# ---- motor_vol_ramp_sched ----
motor_vol_ramp_sched/m3.png
(3 px per µm)
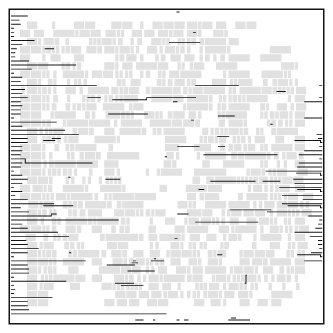

==> src/rtl/motor_vol_ramp_sched.sv <==
// motor_vol_ramp_sched: fixed-priority scheduler sharing the slow-ascent ramp between safety, host and scan.
// Optional abort-on-timeout built when RAMP_TIMEOUT_EN is defined. Rev 1.0.
`default_nettype none

module motor_vol_ramp_sched #(
    parameter real         TCQ             = 0.1,
    parameter int          MOTOR_VOL       = 16,
    parameter int          SETTLE_UPDATES  = 4,
    parameter int          TIMEOUT_UPDATES = 60000,
    parameter logic [15:0] DEF_GRADIENT    = 16'd1,
    parameter logic [15:0] DEF_PERIOD      = 16'd12207
) (
    input  logic                   clk_i,
    input  logic                   rst_n_i,
    input  logic [2:0]             req_i,
    input  logic [3*MOTOR_VOL-1:0] tgt_vol_i,
    input  logic [47:0]            grad_i,
    input  logic [47:0]            period_i,
    output logic [2:0]             gnt_o,
    output logic [2:0]             done_o,
    output logic                   ramp_data_en_o,
    output logic [MOTOR_VOL-1:0]   ramp_data_o,
    output logic [15:0]            ramp_gradient_o,
    output logic [15:0]            ramp_period_o,
    input  logic                   ramp_en_i,
    input  logic [MOTOR_VOL-1:0]   ramp_vol_i,
    output logic                   busy_o,
    output logic                   timeout_o
);

    localparam logic [1:0] c_IDLE   = 2'd0;
    localparam logic [1:0] c_RAMP   = 2'd1;
    localparam logic [1:0] c_DONE   = 2'd2;
    localparam logic [3:0] c_SETTLE = 4'(SETTLE_UPDATES);

    logic [1:0]           r_state;
    logic [1:0]           w_state_nxt;
    logic [2:0]           r_gnt,    w_gnt_nxt;
    logic [2:0]           r_done,   w_done_nxt;
    logic                 r_den,    w_den_nxt;
    logic [MOTOR_VOL-1:0] r_data,   w_data_nxt;
    logic [15:0]          r_grad,   w_grad_nxt;
    logic [15:0]          r_period, w_period_nxt;
    logic                 r_busy,   w_busy_nxt;
    logic [3:0]           r_settle, w_settle_nxt;
    logic [3:0]           w_settle_inc;

    logic [2:0]           w_win_onehot;
    logic [MOTOR_VOL-1:0] w_win_tgt;
    logic [15:0]          w_win_grad;
    logic [15:0]          w_win_period;
    logic                 w_grant;
    logic                 w_strobe;
    logic                 w_on_tgt;
    logic                 w_preempt;
    logic                 w_settle_hit;
    logic                 w_tmo_hit;
    logic                 w_unused_tcq;

    assign w_unused_tcq = (TCQ > 0.0);

    // Lowest set request index wins.
    always_comb begin
        w_win_onehot = 3'b100;
        w_win_tgt    = tgt_vol_i[2*MOTOR_VOL +: MOTOR_VOL];
        w_win_grad   = grad_i[32 +: 16];
        w_win_period = period_i[32 +: 16];
        if (req_i[0]) begin
            w_win_onehot = 3'b001;
            w_win_tgt    = tgt_vol_i[0 +: MOTOR_VOL];
            w_win_grad   = grad_i[0 +: 16];
            w_win_period = period_i[0 +: 16];
        end else if (req_i[1]) begin
            w_win_onehot = 3'b010;
            w_win_tgt    = tgt_vol_i[MOTOR_VOL +: MOTOR_VOL];
            w_win_grad   = grad_i[16 +: 16];
            w_win_period = period_i[16 +: 16];
        end
    end

    assign w_grant      = (r_state == c_IDLE) && (|req_i);
    assign w_strobe     = (r_state == c_RAMP) && ramp_en_i;
    assign w_on_tgt     = (ramp_vol_i == r_data);
    assign w_preempt    = (r_state == c_RAMP) && req_i[0] && !r_gnt[0];
    assign w_settle_inc = (r_settle == 4'hF) ? r_settle : r_settle + 4'd1;
    assign w_settle_hit = w_strobe && w_on_tgt && (w_settle_inc >= c_SETTLE);

`ifdef RAMP_TIMEOUT_EN
    localparam logic [15:0] c_TMO = 16'(TIMEOUT_UPDATES);

    logic [15:0] r_tmo_cnt;
    logic        r_timeout;

    assign w_tmo_hit = w_strobe && ((r_tmo_cnt + 16'd1) == c_TMO);

    always_ff @(posedge clk_i) begin
        if (!rst_n_i) begin
            r_tmo_cnt <= 16'd0;
            r_timeout <= 1'b0;
        end else if (w_grant) begin
            r_tmo_cnt <= 16'd0;
            r_timeout <= 1'b0;
        end else begin
            if (w_strobe) begin
                r_tmo_cnt <= r_tmo_cnt + 16'd1;
            end
            // Preemption and a genuine settle both outrank the abort.
            if (w_tmo_hit && !w_preempt && !w_settle_hit) begin
                r_timeout <= 1'b1;
            end
        end
    end

    assign timeout_o = r_timeout;
`else
    logic w_unused_tmo;

    assign w_tmo_hit    = 1'b0;
    assign timeout_o    = 1'b0;
    assign w_unused_tmo = ^(16'(TIMEOUT_UPDATES));
`endif

    always_ff @(posedge clk_i) begin
        if (!rst_n_i) begin
            r_state <= c_IDLE;
        end else begin
            r_state <= w_state_nxt;
        end
    end

    always_comb begin
        w_state_nxt = r_state;
        case (r_state)
            c_IDLE: begin
                if (|req_i) begin
                    w_state_nxt = c_RAMP;
                end
            end
            c_RAMP: begin
                if (w_preempt) begin
                    w_state_nxt = c_IDLE;
                end else if (w_settle_hit) begin
                    w_state_nxt = c_DONE;
                end else if (w_tmo_hit) begin
                    w_state_nxt = c_IDLE;
                end
            end
            c_DONE:  w_state_nxt = c_IDLE;
            default: w_state_nxt = c_IDLE;
        endcase
    end

    always_comb begin
        w_gnt_nxt    = r_gnt;
        w_done_nxt   = 3'b000;
        w_den_nxt    = 1'b0;
        w_data_nxt   = r_data;
        w_grad_nxt   = r_grad;
        w_period_nxt = r_period;
        w_settle_nxt = r_settle;
        case (r_state)
            c_IDLE: begin
                if (w_grant) begin
                    w_gnt_nxt    = w_win_onehot;
                    w_den_nxt    = 1'b1;
                    w_data_nxt   = w_win_tgt;
                    w_grad_nxt   = (w_win_grad == 16'd0) ? 16'd1 : w_win_grad;
                    w_period_nxt = (w_win_period == 16'd0) ? 16'd1 : w_win_period;
                    w_settle_nxt = 4'd0;
                end
            end
            c_RAMP: begin
                if (w_preempt) begin
                    w_gnt_nxt = 3'b000;
                end else if (w_settle_hit) begin
                    w_gnt_nxt  = 3'b000;
                    w_done_nxt = r_gnt;
                end else if (w_tmo_hit) begin
                    w_gnt_nxt = 3'b000;
                end else if (w_strobe) begin
                    w_settle_nxt = w_on_tgt ? w_settle_inc : 4'd0;
                end
            end
            default: w_gnt_nxt = 3'b000;
        endcase
        w_busy_nxt = (w_state_nxt != c_IDLE);
    end

    always_ff @(posedge clk_i) begin
        if (!rst_n_i) begin
            r_gnt    <= 3'b000;
            r_done   <= 3'b000;
            r_den    <= 1'b0;
            r_data   <= '0;
            r_grad   <= DEF_GRADIENT;
            r_period <= DEF_PERIOD;
            r_busy   <= 1'b0;
            r_settle <= 4'd0;
        end else begin
            r_gnt    <= w_gnt_nxt;
            r_done   <= w_done_nxt;
            r_den    <= w_den_nxt;
            r_data   <= w_data_nxt;
            r_grad   <= w_grad_nxt;
            r_period <= w_period_nxt;
            r_busy   <= w_busy_nxt;
            r_settle <= w_settle_nxt;
        end
    end

    assign gnt_o           = r_gnt;
    assign done_o          = r_done;
    assign ramp_data_en_o  = r_den;
    assign ramp_data_o     = r_data;
    assign ramp_gradient_o = r_grad;
    assign ramp_period_o   = r_period;
    assign busy_o          = r_busy;

endmodule

`default_nettype wire

==> config.mk <==
export PLATFORM = sky130hd
export DESIGN_NAME = motor_vol_ramp_sched
export DESIGN_NICKNAME = d
export VERILOG_FILES = /design/src/rtl/motor_vol_ramp_sched.sv
export SDC_FILE = /design/constraint.sdc
export NUM_CORES = 1
export LEC_CHECK = 0
export ABC_AREA = 1
export ABC_CLOCK_PERIOD_IN_PS = 2100
export CAP_MARGIN = 10
export CORE_MARGIN = 3
export CORE_UTILIZATION = 37
export DETAILED_ROUTE_END_ITERATION = 6
export PLACE_DENSITY = 0.79
export SKIP_LAST_GASP = 1
export SLEW_MARGIN = 20
export SYNTH_ARGS = -nofsm -noshare
export SYNTH_HDL_FRONTEND = slang
export SYNTH_SLANG_ARGS = --single-unit
export TNS_END_PERCENT = 50
==> constraint.sdc <==
create_clock -name clk_i -period 2.1 [get_ports clk_i]
set_clock_uncertainty 0.05 [all_clocks]
set_input_delay 0.42 -clock clk_i [delete_from_list [all_inputs] [get_ports clk_i]]
set_output_delay 0.42 -clock clk_i [all_outputs]
set_load 0.005 [all_outputs]
# ---- fetch_unit ----
### config.mk
export PLATFORM = sky130hd
export DESIGN_NAME = fetch_unit
export DESIGN_NICKNAME = d
export VERILOG_FILES = /design/src/rtl/fetch_unit_pkg.sv /design/src/rtl/fetch_hold_buf.sv /design/src/rtl/fetch_unit.sv
export SDC_FILE = /design/constraint.sdc
export NUM_CORES = 1
export LEC_CHECK = 0
export CORE_MARGIN = 5
export CORE_UTILIZATION = 45
export DETAILED_ROUTE_END_ITERATION = 12
export GPL_TIMING_DRIVEN = 0
export PLACE_DENSITY = 0.73
export SLEW_MARGIN = 20
export SYNTH_ARGS = -nofsm -noshare
export SYNTH_HDL_FRONTEND = slang
export SYNTH_SLANG_ARGS = --single-unit
### constraint.sdc
create_clock -name clk -period 5.9 [get_ports clk]
set_clock_uncertainty 0.2 [all_clocks]
set_input_delay 0.885 -clock clk [delete_from_list [all_inputs] [get_ports clk]]
set_output_delay 0.885 -clock clk [all_outputs]
set_load 0.005 [all_outputs]
### src/rtl/fetch_unit_pkg.sv
// fetch_unit_pkg: state encoding and constants shared by the fetch stage.
package fetch_unit_pkg;

   typedef enum logic [1:0] {
      FETCH_IDLE,
      FETCH_WAIT,
      FETCH_HOLD,
      FETCH_DROP
   } fetch_state_t;

   localparam int BUBBLE_WORD = 0;
   localparam int PC_STEP     = 4;

endpackage

### src/rtl/fetch_hold_buf.sv
// fetch_hold_buf: single-entry word/pc buffer that keeps a returned word while fetch is stalled.
module fetch_hold_buf
   import fetch_unit_pkg::*;
#(
   parameter int DATA_WIDTH = 32,
   parameter int ADDR_WIDTH = 32
) (
   input  logic                  clk,
   input  logic                  rst_n,
   input  logic                  load,
   input  logic                  clear,
   input  logic [DATA_WIDTH-1:0] load_word,
   input  logic [ADDR_WIDTH-1:0] load_pc,
   output logic [DATA_WIDTH-1:0] word,
   output logic [ADDR_WIDTH-1:0] pc,
   output logic                  valid
);

   always_ff @(posedge clk or negedge rst_n)
      if (!rst_n) begin
         word  <= DATA_WIDTH'(BUBBLE_WORD);
         pc    <= '0;
         valid <= 1'b0;
      end else if (clear) begin
         valid <= 1'b0;
      end else if (load) begin
         word  <= load_word;
         pc    <= load_pc;
         valid <= 1'b1;
      end

endmodule

### src/rtl/fetch_unit.sv
// fetch_unit: instruction-fetch stage owning the PC, the imem handshake and the IF/ID register.
// Optional FETCH_ALIGN_CHECK_EN: misaligned redirect targets raise a fetch exception instead of a request.
module fetch_unit
   import fetch_unit_pkg::*;
#(
   parameter int                    DATA_WIDTH = 32,
   parameter int                    ADDR_WIDTH = 32,
   parameter logic [ADDR_WIDTH-1:0] RESET_ADDR = '0
) (
   input  logic                  clk,
   input  logic                  rst_n,
   input  logic                  stall,
   input  logic                  flush,
   input  logic                  branch,
   input  logic [ADDR_WIDTH-1:0] branch_target,
   output logic                  mem_req,
   output logic [ADDR_WIDTH-1:0] mem_addr,
   input  logic                  mem_ack,
   input  logic [DATA_WIDTH-1:0] mem_rdata,
   output logic                  done,
   output logic [DATA_WIDTH-1:0] inst,
   output logic [ADDR_WIDTH-1:0] inst_pc,
   output logic                  inst_valid,
   output logic                  inst_except
);

   fetch_state_t          state, state_n;
   logic [ADDR_WIDTH-1:0] pc, pc_n, tgt, word_pc, buf_pc;
   logic [DATA_WIDTH-1:0] word, buf_word;
   logic                  misalign, retarget, consume, fault, fault_n, buf_valid, buf_load;

`ifdef FETCH_ALIGN_CHECK_EN
   assign tgt      = branch_target;
   assign misalign = branch_target[1:0] != 2'b00;
   always_ff @(posedge clk or negedge rst_n)
      if (!rst_n) fault <= 1'b0;
      else fault <= fault_n;
`else
   assign tgt      = branch_target & ~ADDR_WIDTH'(3);
   assign misalign = 1'b0;
   assign fault    = 1'b0;
`endif

   assign retarget = branch && (tgt != pc);
   assign buf_load = state == FETCH_WAIT && mem_ack && stall && !retarget;

   fetch_hold_buf #(.DATA_WIDTH(DATA_WIDTH), .ADDR_WIDTH(ADDR_WIDTH)) u_hold (
      .clk       (clk),
      .rst_n     (rst_n),
      .load      (buf_load),
      .clear     (consume || retarget),
      .load_word (mem_rdata),
      .load_pc   (pc),
      .word      (buf_word),
      .pc        (buf_pc),
      .valid     (buf_valid)
   );

   always_ff @(posedge clk or negedge rst_n)
      if (!rst_n) state <= FETCH_IDLE;
      else state <= state_n;

   // A redirect in WAIT leaves the old request outstanding, so it is drained in DROP.
   always_comb begin
      state_n = state;
      case (state)
         FETCH_IDLE: state_n = retarget && misalign ? FETCH_HOLD : FETCH_WAIT;
         FETCH_WAIT: state_n = retarget ? (!mem_ack ? FETCH_DROP : misalign ? FETCH_HOLD : FETCH_WAIT)
                                        : (mem_ack && stall ? FETCH_HOLD : FETCH_WAIT);
         FETCH_HOLD: state_n = retarget ? (misalign ? FETCH_HOLD : FETCH_WAIT)
                                        : (consume && !fault ? FETCH_WAIT : FETCH_HOLD);
         FETCH_DROP: state_n = !mem_ack ? FETCH_DROP : fault_n ? FETCH_HOLD : FETCH_WAIT;
      endcase
   end

   always_comb begin
      done    = ((state == FETCH_WAIT && mem_ack) || state == FETCH_HOLD) && !retarget;
      consume = done && !stall;
      fault_n = retarget ? misalign : fault;
      word    = fault ? DATA_WIDTH'(BUBBLE_WORD) : buf_valid ? buf_word : mem_rdata;
      word_pc = buf_valid ? buf_pc : pc;
      pc_n    = retarget ? tgt : consume && !fault ? pc + ADDR_WIDTH'(PC_STEP) : pc;
   end

   always_ff @(posedge clk or negedge rst_n)
      if (!rst_n) begin
         pc          <= RESET_ADDR;
         mem_req     <= 1'b0;
         mem_addr    <= RESET_ADDR;
         inst        <= DATA_WIDTH'(BUBBLE_WORD);
         inst_pc     <= '0;
         inst_valid  <= 1'b0;
         inst_except <= 1'b0;
      end else begin
         pc      <= pc_n;
         mem_req <= state_n == FETCH_WAIT || state_n == FETCH_DROP;
         if (state_n == FETCH_WAIT) mem_addr <= pc_n;
         if (flush) begin
            inst        <= DATA_WIDTH'(BUBBLE_WORD);
            inst_valid  <= 1'b0;
            inst_except <= 1'b0;
         end else if (consume) begin
            inst        <= word;
            inst_pc     <= word_pc;
            inst_valid  <= 1'b1;
            inst_except <= fault;
         end
      end

endmodule

# ---- lfsr_word_sequencer ----
$ cat config.mk
export PLATFORM = sky130hd
export DESIGN_NAME = lfsr_word_sequencer
export DESIGN_NICKNAME = d
export VERILOG_FILES = /design/src/rtl/lfsr_word_sequencer_pkg.sv /design/src/rtl/lfsr_word_sequencer_packer.sv /design/src/rtl/lfsr_word_sequencer.sv
export SDC_FILE = /design/constraint.sdc
export NUM_CORES = 1
export LEC_CHECK = 0
export ABC_AREA = 0
export CAP_MARGIN = 5
export CORE_MARGIN = 10
export CORE_UTILIZATION = 25
export DETAILED_ROUTE_END_ITERATION = 8
export PLACE_DENSITY = 0.56
export SYNTH_ARGS = -nofsm -noshare
export SYNTH_HDL_FRONTEND = slang
export SYNTH_SLANG_ARGS = --single-unit
$ cat constraint.sdc
create_clock -name clk -period 3.1 [get_ports clk]
set_input_delay 0.62 -clock clk [delete_from_list [all_inputs] [get_ports clk]]
set_output_delay 0.62 -clock clk [all_outputs]
set_load 0.01 [all_outputs]
$ cat src/rtl/lfsr_word_sequencer_pkg.sv
// Shared types and constants for the LFSR word sequencer.
// State encodings, seed width and the zero-seed substitute.
package lfsr_word_sequencer_pkg;

    localparam int SEED_W = 32;
    localparam logic [SEED_W-1:0] SEED_DEFAULT_C = 32'h0000_3039;

    typedef enum logic [2:0] {
        S_IDLE  = 3'd0,
        S_LOAD  = 3'd1,
        S_SHIFT = 3'd2,
        S_TAIL  = 3'd3,
        S_VALID = 3'd4
    } state_t;

    // An all-zero LFSR never leaves zero, so swap in a usable seed.
    function automatic logic [SEED_W-1:0] fix_seed(
        input logic [SEED_W-1:0] s,
        input logic [SEED_W-1:0] dflt
    );
        return (s == '0) ? dflt : s;
    endfunction

endpackage

$ cat src/rtl/lfsr_word_sequencer_packer.sv
// Serial-to-parallel packer: captures Q one cycle after each shift.
// First captured bit ends up in the MSB.
module lfsr_bit_packer #(
    parameter int WORD_W = 8
) (
    input  logic              clk,
    input  logic              rst_n,
    input  logic              clear,
    input  logic              shift,
    input  logic              bit_in,
    output logic [WORD_W-1:0] word
);

    logic              pending;
    logic [WORD_W-1:0] next_word;

    generate
        if (WORD_W == 1) begin : g_one
            assign next_word = bit_in;
        end else begin : g_many
            assign next_word = {word[WORD_W-2:0], bit_in};
        end
    endgenerate

    always_ff @(posedge clk or negedge rst_n) begin
        if (!rst_n) begin
            pending <= 1'b0;
            word    <= '0;
        end else if (clear) begin
            pending <= 1'b0;
            word    <= '0;
        end else begin
            pending <= shift;
            if (pending) word <= next_word;
        end
    end

endmodule

$ cat src/rtl/lfsr_word_sequencer.sv
// Sequences a 32-bit LFSR: load seed, shift WORD_W bits per word,
// deliver words over valid/ready, pulse done after the last one.
module lfsr_word_sequencer
    import lfsr_word_sequencer_pkg::*;
#(
    parameter int          WORD_W       = 8,
    parameter int          CNT_W        = 16,
    parameter logic [31:0] SEED_DEFAULT = SEED_DEFAULT_C
) (
    input  logic              clk,
    input  logic              rst_n,
    input  logic              start,
    input  logic [31:0]       seed_in,
    input  logic [CNT_W-1:0]  num_words,
    input  logic              abort,
    output logic              busy,
    output logic              done,
    output logic [WORD_W-1:0] out_data,
    output logic              out_valid,
    input  logic              out_ready,
    output logic              lfsr_load_enable,
    output logic              lfsr_shift_enable,
    output logic [31:0]       lfsr_seed,
    input  logic              lfsr_q
);

    localparam int BIT_W = $clog2(WORD_W + 1);
    localparam logic [BIT_W-1:0] LAST_BIT = BIT_W'(WORD_W - 1);

    state_t             state;
    state_t             state_nxt;
    logic [SEED_W-1:0]  seed_q;
    logic [CNT_W-1:0]   words_left;
    logic [BIT_W-1:0]   bit_cnt;
    logic               accept;
    logic               handshake;
    logic               last_word;
    logic               finish;

    assign accept    = (state == S_IDLE) && start && (num_words != '0);
    assign handshake = (state == S_VALID) && out_ready;
    assign last_word = (words_left <= CNT_W'(1));
    assign finish    = handshake && last_word && !abort;

    always_comb begin
        state_nxt = state;
        unique case (state)
            S_IDLE:  if (accept) state_nxt = S_LOAD;
            S_LOAD:  state_nxt = S_SHIFT;
            S_SHIFT: if (bit_cnt == LAST_BIT) state_nxt = S_TAIL;
            S_TAIL:  state_nxt = S_VALID;
            S_VALID: if (handshake) state_nxt = last_word ? S_IDLE : S_SHIFT;
            default: state_nxt = S_IDLE;
        endcase
        if (abort && state != S_IDLE) state_nxt = S_IDLE;
    end

    always_ff @(posedge clk or negedge rst_n) begin
        if (!rst_n) begin
            state      <= S_IDLE;
            seed_q     <= '0;
            words_left <= '0;
            bit_cnt    <= '0;
            done       <= 1'b0;
        end else begin
            state   <= state_nxt;
            done    <= finish;
            bit_cnt <= (state == S_SHIFT) ? bit_cnt + 1'b1 : '0;
            if (accept) begin
                seed_q     <= fix_seed(seed_in, SEED_DEFAULT);
                words_left <= num_words;
            end else if (handshake && !last_word && !abort) begin
                words_left <= words_left - 1'b1;
            end
        end
    end

    assign busy              = (state != S_IDLE);
    assign out_valid         = (state == S_VALID);
    assign lfsr_load_enable  = (state == S_LOAD);
    assign lfsr_shift_enable = (state == S_SHIFT);
    assign lfsr_seed         = seed_q;

    // Packer is held clear in IDLE so aborted partial words never leak out.
    lfsr_bit_packer #(
        .WORD_W (WORD_W)
    ) u_packer (
        .clk    (clk),
        .rst_n  (rst_n),
        .clear  (state == S_IDLE),
        .shift  (lfsr_shift_enable),
        .bit_in (lfsr_q),
        .word   (out_data)
    );

endmodule

# ---- pipe_hazard_ctrl ----
==> src/rtl/pipe_hazard_ctrl.sv <==
// ID->EX issue controller: register scoreboard for RAW/WAW stalls plus a taken-branch flush sequencer.
// Optional performance counters (stall/flush) are built only when PIPE_HAZARD_PERF_EN is defined.
module pipe_hazard_ctrl #(
  parameter int NREGS        = 32,
  parameter int FLUSH_CYCLES = 2
) (
  input  logic        clk,
  input  logic        resetn_i,
  input  logic        id_valid_i,
  input  logic [4:0]  id_rs1_i,
  input  logic [4:0]  id_rs2_i,
  input  logic        id_rs1_used_i,
  input  logic        id_rs2_used_i,
  input  logic [4:0]  id_rd_i,
  input  logic        id_rd_we_i,
  input  logic        ex_ready_i,
  input  logic        wb_valid_i,
  input  logic [4:0]  wb_rd_i,
  input  logic        branch_taken_i,
  output logic        issue_o,
  output logic        stall_id_o,
  output logic        flush_o,
  output logic        busy_o
`ifdef PIPE_HAZARD_PERF_EN
  ,
  output logic [31:0] stall_cnt_o,
  output logic [31:0] flush_cnt_o
`endif
);

  typedef enum logic {RUN, FLUSH} state_e;

  state_e           state_q, state_d;
  logic [3:0]       fcnt_q, fcnt_d;
  logic [NREGS-1:0] pending_q, pending_d;
  logic             hazard;
  logic             in_run;

  // x0 and indices beyond the register file are never tracked.
  function automatic logic tracked(input logic [4:0] idx);
    return (idx != 5'd0) && (int'(idx) < NREGS);
  endfunction

  function automatic logic pend_at(input logic [4:0] idx);
    return tracked(idx) && pending_q[idx];
  endfunction

  assign in_run = (state_q == RUN);
  assign hazard = (id_rs1_used_i && pend_at(id_rs1_i))
               || (id_rs2_used_i && pend_at(id_rs2_i))
               || (id_rd_we_i    && pend_at(id_rd_i));

  // State register (synchronous active-low reset).
  // NOTE: sequential state uses non-blocking assignments so every flop samples pre-edge values.
  always_ff @(posedge clk) begin
    if (!resetn_i) begin
      state_q   <= RUN;
      fcnt_q    <= 4'd0;
      pending_q <= '0;
    end else begin
      state_q   <= state_d;
      fcnt_q    <= fcnt_d;
      pending_q <= pending_d;
    end
  end

  // Next-state: flush sequencer and scoreboard.
  // NOTE: each always_comb output is given a default first so no latch is inferred.
  always_comb begin
    state_d = state_q;
    fcnt_d  = fcnt_q;
    unique case (state_q)
      RUN: begin
        if (branch_taken_i && (FLUSH_CYCLES > 1)) begin
          state_d = FLUSH;
          fcnt_d  = 4'(FLUSH_CYCLES - 2);
        end
      end
      FLUSH: begin
        if (fcnt_q == 4'd0) state_d = RUN;
        else                fcnt_d  = fcnt_q - 4'd1;
      end
      default: state_d = RUN;
    endcase

    // Clear first, then set, so a new writer wins over a same-cycle retirement.
    pending_d = pending_q;
    if (wb_valid_i && tracked(wb_rd_i))
      pending_d[wb_rd_i] = 1'b0;
    if (issue_o && id_rd_we_i && tracked(id_rd_i))
      pending_d[id_rd_i] = 1'b1;
    pending_d[0] = 1'b0;
  end

  // Outputs: all forced low while reset is held.
  always_comb begin
    flush_o    = resetn_i && ((branch_taken_i && in_run) || !in_run);
    issue_o    = resetn_i && id_valid_i && ex_ready_i && in_run && !branch_taken_i && !hazard;
    stall_id_o = resetn_i && id_valid_i && !issue_o && !flush_o;
    busy_o     = resetn_i && (|pending_q);
  end

`ifdef PIPE_HAZARD_PERF_EN
  logic [31:0] stall_cnt_q, flush_cnt_q;

  always_ff @(posedge clk) begin
    if (!resetn_i) begin
      stall_cnt_q <= '0;
      flush_cnt_q <= '0;
    end else begin
      if (stall_id_o && (stall_cnt_q != '1))
        stall_cnt_q <= stall_cnt_q + 32'd1;
      if (branch_taken_i && in_run && (flush_cnt_q != '1))
        flush_cnt_q <= flush_cnt_q + 32'd1;
    end
  end

  assign stall_cnt_o = stall_cnt_q;
  assign flush_cnt_o = flush_cnt_q;
`endif

endmodule

==> config.mk <==
export PLATFORM = sky130hd
export DESIGN_NAME = pipe_hazard_ctrl
export DESIGN_NICKNAME = d
export VERILOG_FILES = /design/src/rtl/pipe_hazard_ctrl.sv
export SDC_FILE = /design/constraint.sdc
export NUM_CORES = 1
export LEC_CHECK = 0
export CAP_MARGIN = 20
export CELL_PAD_IN_SITES_DETAIL_PLACEMENT = 0
export CELL_PAD_IN_SITES_GLOBAL_PLACEMENT = 1
export CORE_MARGIN = 2
export CORE_UTILIZATION = 47
export DETAILED_ROUTE_END_ITERATION = 10
export PLACE_DENSITY = 0.95
export SYNTH_ARGS = -nofsm -noshare
export SYNTH_HDL_FRONTEND = slang
export SYNTH_SLANG_ARGS = --single-unit
==> constraint.sdc <==
create_clock -name clk -period 3.6 [get_ports clk]
set_clock_uncertainty 0.2 [all_clocks]
set_input_delay 0.36 -clock clk [delete_from_list [all_inputs] [get_ports clk]]
set_output_delay 0.36 -clock clk [all_outputs]
set_load 0.02 [all_outputs]

==> notes/layouts.md <==
Pictures saved along the way, in no particular order.

Routed clock nets over the placement.
picture 1
(4 px per µm)
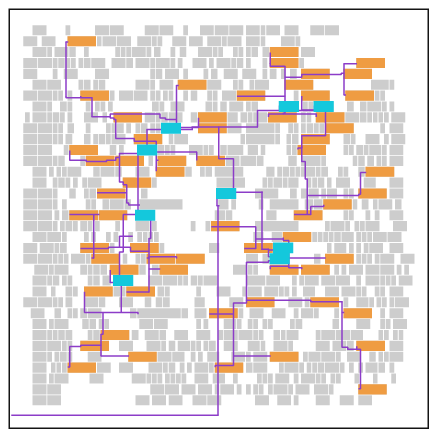
picture 2
(4 px per µm)
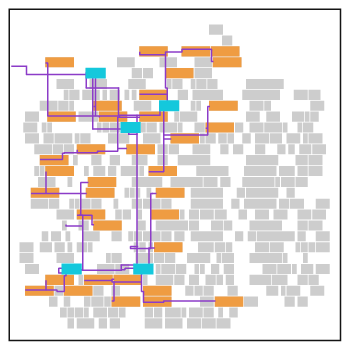
picture 3
(2 px per µm)
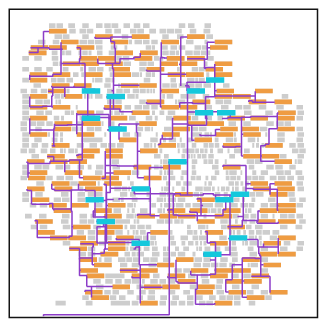
picture 4
(3 px per µm)
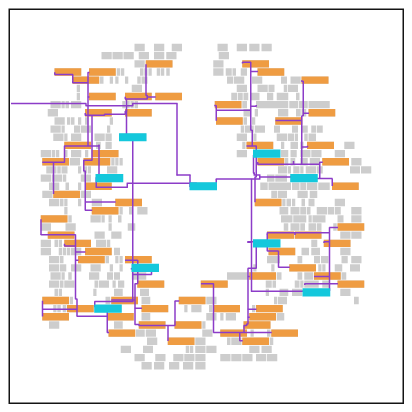
For motor_vol_ramp_sched, see picture 1.
For pipe_hazard_ctrl, see picture 2.
For fetch_unit, see picture 3.
For lfsr_word_sequencer, see picture 4.

fetch_unit/congestion_map.png
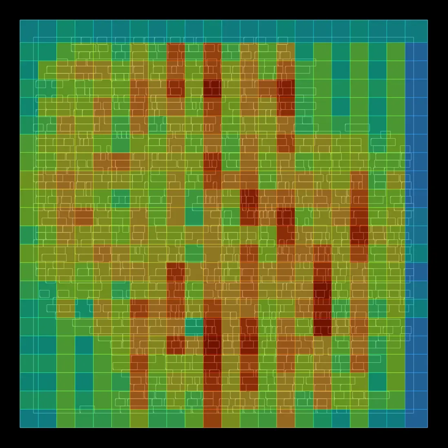
utilization of the core after routing: 58.9%
all-layer global routing usage: 20.2%
met2 demand-to-capacity share in global routing: 31.5%
global-route track usage on met1: 28.1%
average wire per cell in the routed design: 19.9 µm

==> commit_impl_results.txt, fetch_unit <==
Store results of the implementation flow

- Total vias in the final route: 6473
- Area grow syn2layout: 28.8%
- Routability cong.: 0.863
* Area fraction in and, or, nand and nor cells: 6.01%
- Highest layer used for signal routing: met5
- The combinational power reported by the tool is 973 µW.
* Worst reg-to-reg setup slack: 2.15 ns
* Fin Hold WS: 0.162 ns
- First-pass GRT wire length: 37600 µm
* Relative slew slack: 42.7%
* Final Max-Slew Violation Tally: 0
* Sequential cell area share: 41.2%
- Pin count of the biggest net entering global routing: 77
* Fraction of the core area occupied by cells at floorplan: 45.7%
- Non-Filler Instances: 1190
* Total placed instance area: 0.0113 mm²
* Count of inverters not on the clock network in the layout: 10
- Dividing total power by cell area gives a power density of 334 mW/mm².
- The clock passes through at most 2 buffers.
- The number of antenna violations at the first check in global routing came to 2.
- The post-synth register bit count is 196.
- Total negative setup slack: 0 ns
- Antenna diode count: 2
* Met1 routed wirelength after detailed routing: 10800 µm
- Clock cells make up 5.12% of the layout cell area.
- Number of cells upsized or downsized after cts: 0
- The routed design has 23700 µm of wire.
- Leaving out fill and tap cells, the most frequent cell in the layout is dfrtp_1.
* Type of element capturing the critical path: output port
- The run finished with clean final reports.
* Dominant flop cell: dfrtp_1
- The STA report counts the stages on the worst setup path as 7.
- Placeable core region: 0.0202 mm²
- The global routing stage identified its most utilized layer as met2.
- Per the synthesis report, the AND-OR/OR-AND share of the synthesized area is 7.12%.
- Wire length on met3: 1230 µm
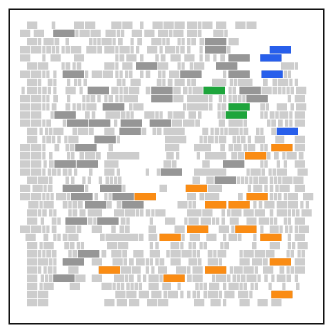
motor_vol_ramp_sched/ff_map.png
(3 px per µm)
[gnt_o] green | sequential cells: 3
[ramp_data_o] orange | sequential cells: 16
[r_settle] blue | sequential cells: 4 | where: upper right

About motor_vol_ramp_sched/m3.png:
wire length on this layer: 1030 µm
share of all routed wire: 7.8%
nets with wire on the layer: 142
main direction: horizontal

==> commit_impl_results.txt, motor_vol_ramp_sched <==
Store results of the implementation flow

* Status: completed
- Worst setup margin: 0.212 ns
- The core region is 0.00933 mm².
- Multiplexer cells account for 0.280% of the synthesized area.
- Antenna diode count: 0
- Busiest metal layer after global routing: met2
* Layout clock area frac: 4.01%
- # placed instances: 924
- The synthesis report names the predominant flop master as dfxtp_1.
* Synth top cell by count: nand2_1
- Before antenna repair, the detailed router went through 4 iterations.
- Share of post-route cells with drive strength above 1: 5.92%
- The routed layout has 4549 vias.
- The setup check on the worst reg-to-reg path leaves a slack of 0.21 ns.
- Aoi share: 12.1%
* Row cnt: 35
- The critical path goes through ha_1 -> nand3_2 -> clkinv_1 -> nor2_1 -> a21oi_1 -> nand3_2 -> nand2_2 -> nand2_2 -> nand2_1 -> nand2_1 -> nor2_1.
* Dominant kind of cell by area: non-clock buffers
- Slowest stage cell, crit path: dfxtp_1
- For this run, combinational gates with multiple inputs come to 445.
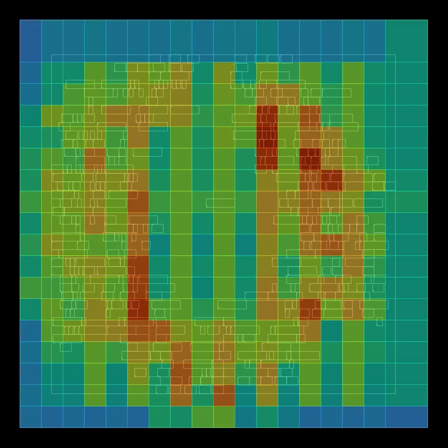
lfsr_word_sequencer/congestion_map.png
busiest metal layer after global routing: met2
met3 Use GR: 6.00%
all-layer global routing usage: 10.9%
global-route track usage on met1: 12.3%
utilization of the core after routing: 37.6%

lfsr_word_sequencer/layers.png
(2 px per µm)
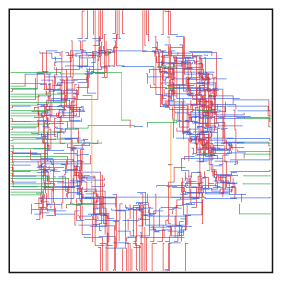
[M2] red | wire length: 4170 µm
[M1] blue | wire length: 3860 µm
[M3] green | wire length: 947 µm
[M4] orange | wire length: 178 µm

==> commit_impl_results.txt, lfsr_word_sequencer <==
Store results of the implementation flow

- Power in sequential cells: 1470 µW
- Share of post-route cells with drive strength above 1: 7.64%
- Comb area leader: simple AND/OR/NAND/NOR gates
- TritonCTS built the clock tree.
* Data buffer area share: 23.6%
- The report puts the cell count of the worst reg-to-reg path at 5.
* Status: completed
* Combinational share of cell area: 29.0%
* End of the critical path: words_left[13]
- Signal nets in the final route climb as high as met4.
- Looking at the max-slew report, the worst-margin pin has a slew of 0.755 ns.
* Final critical delay including setup and external delays: 2.69 ns
- Per the post-synthesis report, the nets total 373.
* Post-Synthesis Cell Area: 0.00307 mm²
- Cell taking the most area after synthesis: dfrtp_1
* Worst reg-to-reg setup slack: 0.41 ns
pipe_hazard_ctrl/ff_map.png
(3 px per µm)
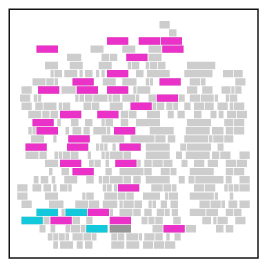
[fcnt_q] cyan | sequential cells: 4 | where: lower left
[pending_q] magenta | sequential cells: 31
not colored: 1

==> commit_impl_results.txt, pipe_hazard_ctrl <==
Store results of the implementation flow

- Placeable core region: 0.00592 mm²
- The synthesis report names the predominant flop master as dfxtp_1.
- Final worst-path cycle share: 88.5%
- The stat command in Yosys gives a chip area of 0.00289 mm².
- Post-route DRC violation count: 0
- Counting instances in the post-synthesis netlist gives the leading cell types as 40 x nand2_1, 36 x dfxtp_1, 31 x o211ai_1.
- Warnings raised by the tools during the run amount to 26.
- Per the detail_route report, the via count comes to 2815.
* Area grow syn2layout: 17.3%
* Buffers & Inverters on Critical Path: 3
- The number of global-route vias before repair was 2700.
- Amount of wire on met2 after detailed routing: 3940 µm
* Worst hold path cell count: 2
* Portion of synthesized cell area occupied by the leading cell type: 24.9%
- #MultiIn Comb: 237
* Post-detailed-route count of antenna-violating nets: 0
- For reference, the top cells by area after synthesis are dfxtp_1 25%, o31ai_2 12%, mux4_2 11%, o211ai_1 8.1%, nand2_1 5.2%.
* Number of levels the H-tree was split into: 2
- Relative slew slack: 49.7%
- Multiplexer cells account for 19.4% of the synthesized area.
* Count of endpoints failing hold in the final timing report: 0
- Looking at the hold checks, the worst path lands on fcnt_q[2].
* Average instance area after synthesis: 9.54 µm²
- Fin Hold WS: 0.320 ns
- Across all register-to-register paths, the minimum setup slack is 1.05 ns.
- In the synthesized netlist the async set-or-reset flop fraction comes to 0%.
* Total of hold buffers inserted after clock tree synthesis: 0
- The run finished with clean final reports.
- For this run, the register share of the synthesized area comes to 24.9%.
- Clk buf depth: 2
- Height of the die: 82.4 µm
- Int Power: 631 µW
- Data arrival time at the worst-slack endpoint: 2.63 ns
- During tapcell insertion the tool placed 75 well taps.
* Met3 Use GR: 6.74%
* Number of filler cells placed in the layout: 525


==> notes/layouts.md <==
Pictures saved along the way, in no particular order.

Routed metal, one color a layer.
image #1
(2 px per µm)
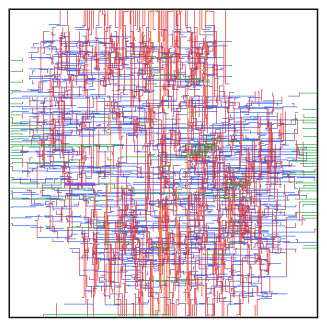
image #2
(3 px per µm)
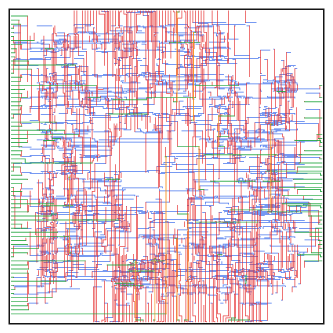
image #3
(3 px per µm)
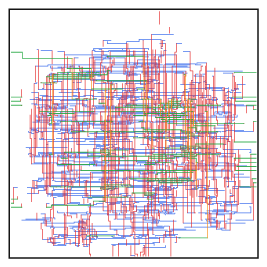
| picture | from |
|---|---|
| image #3 | pipe_hazard_ctrl |
| image #1 | fetch_unit |
| image #2 | motor_vol_ramp_sched |
- most wire: image #1
- largest die: image #1


==> screenshots <==
Met3 routing.
(a)
(2 px per µm)
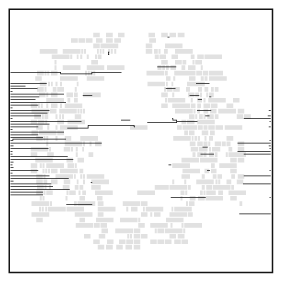
(b)
(2 px per µm)
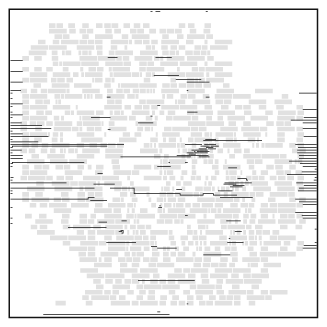
(c)
(3 px per µm)
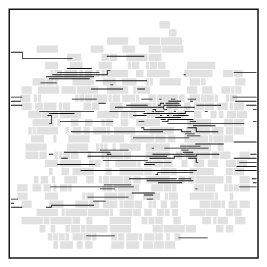
lfsr_word_sequencer is (a).
fetch_unit is (b).
pipe_hazard_ctrl is (c).

No activity file was given, so power comes from the tool's default toggle rates.
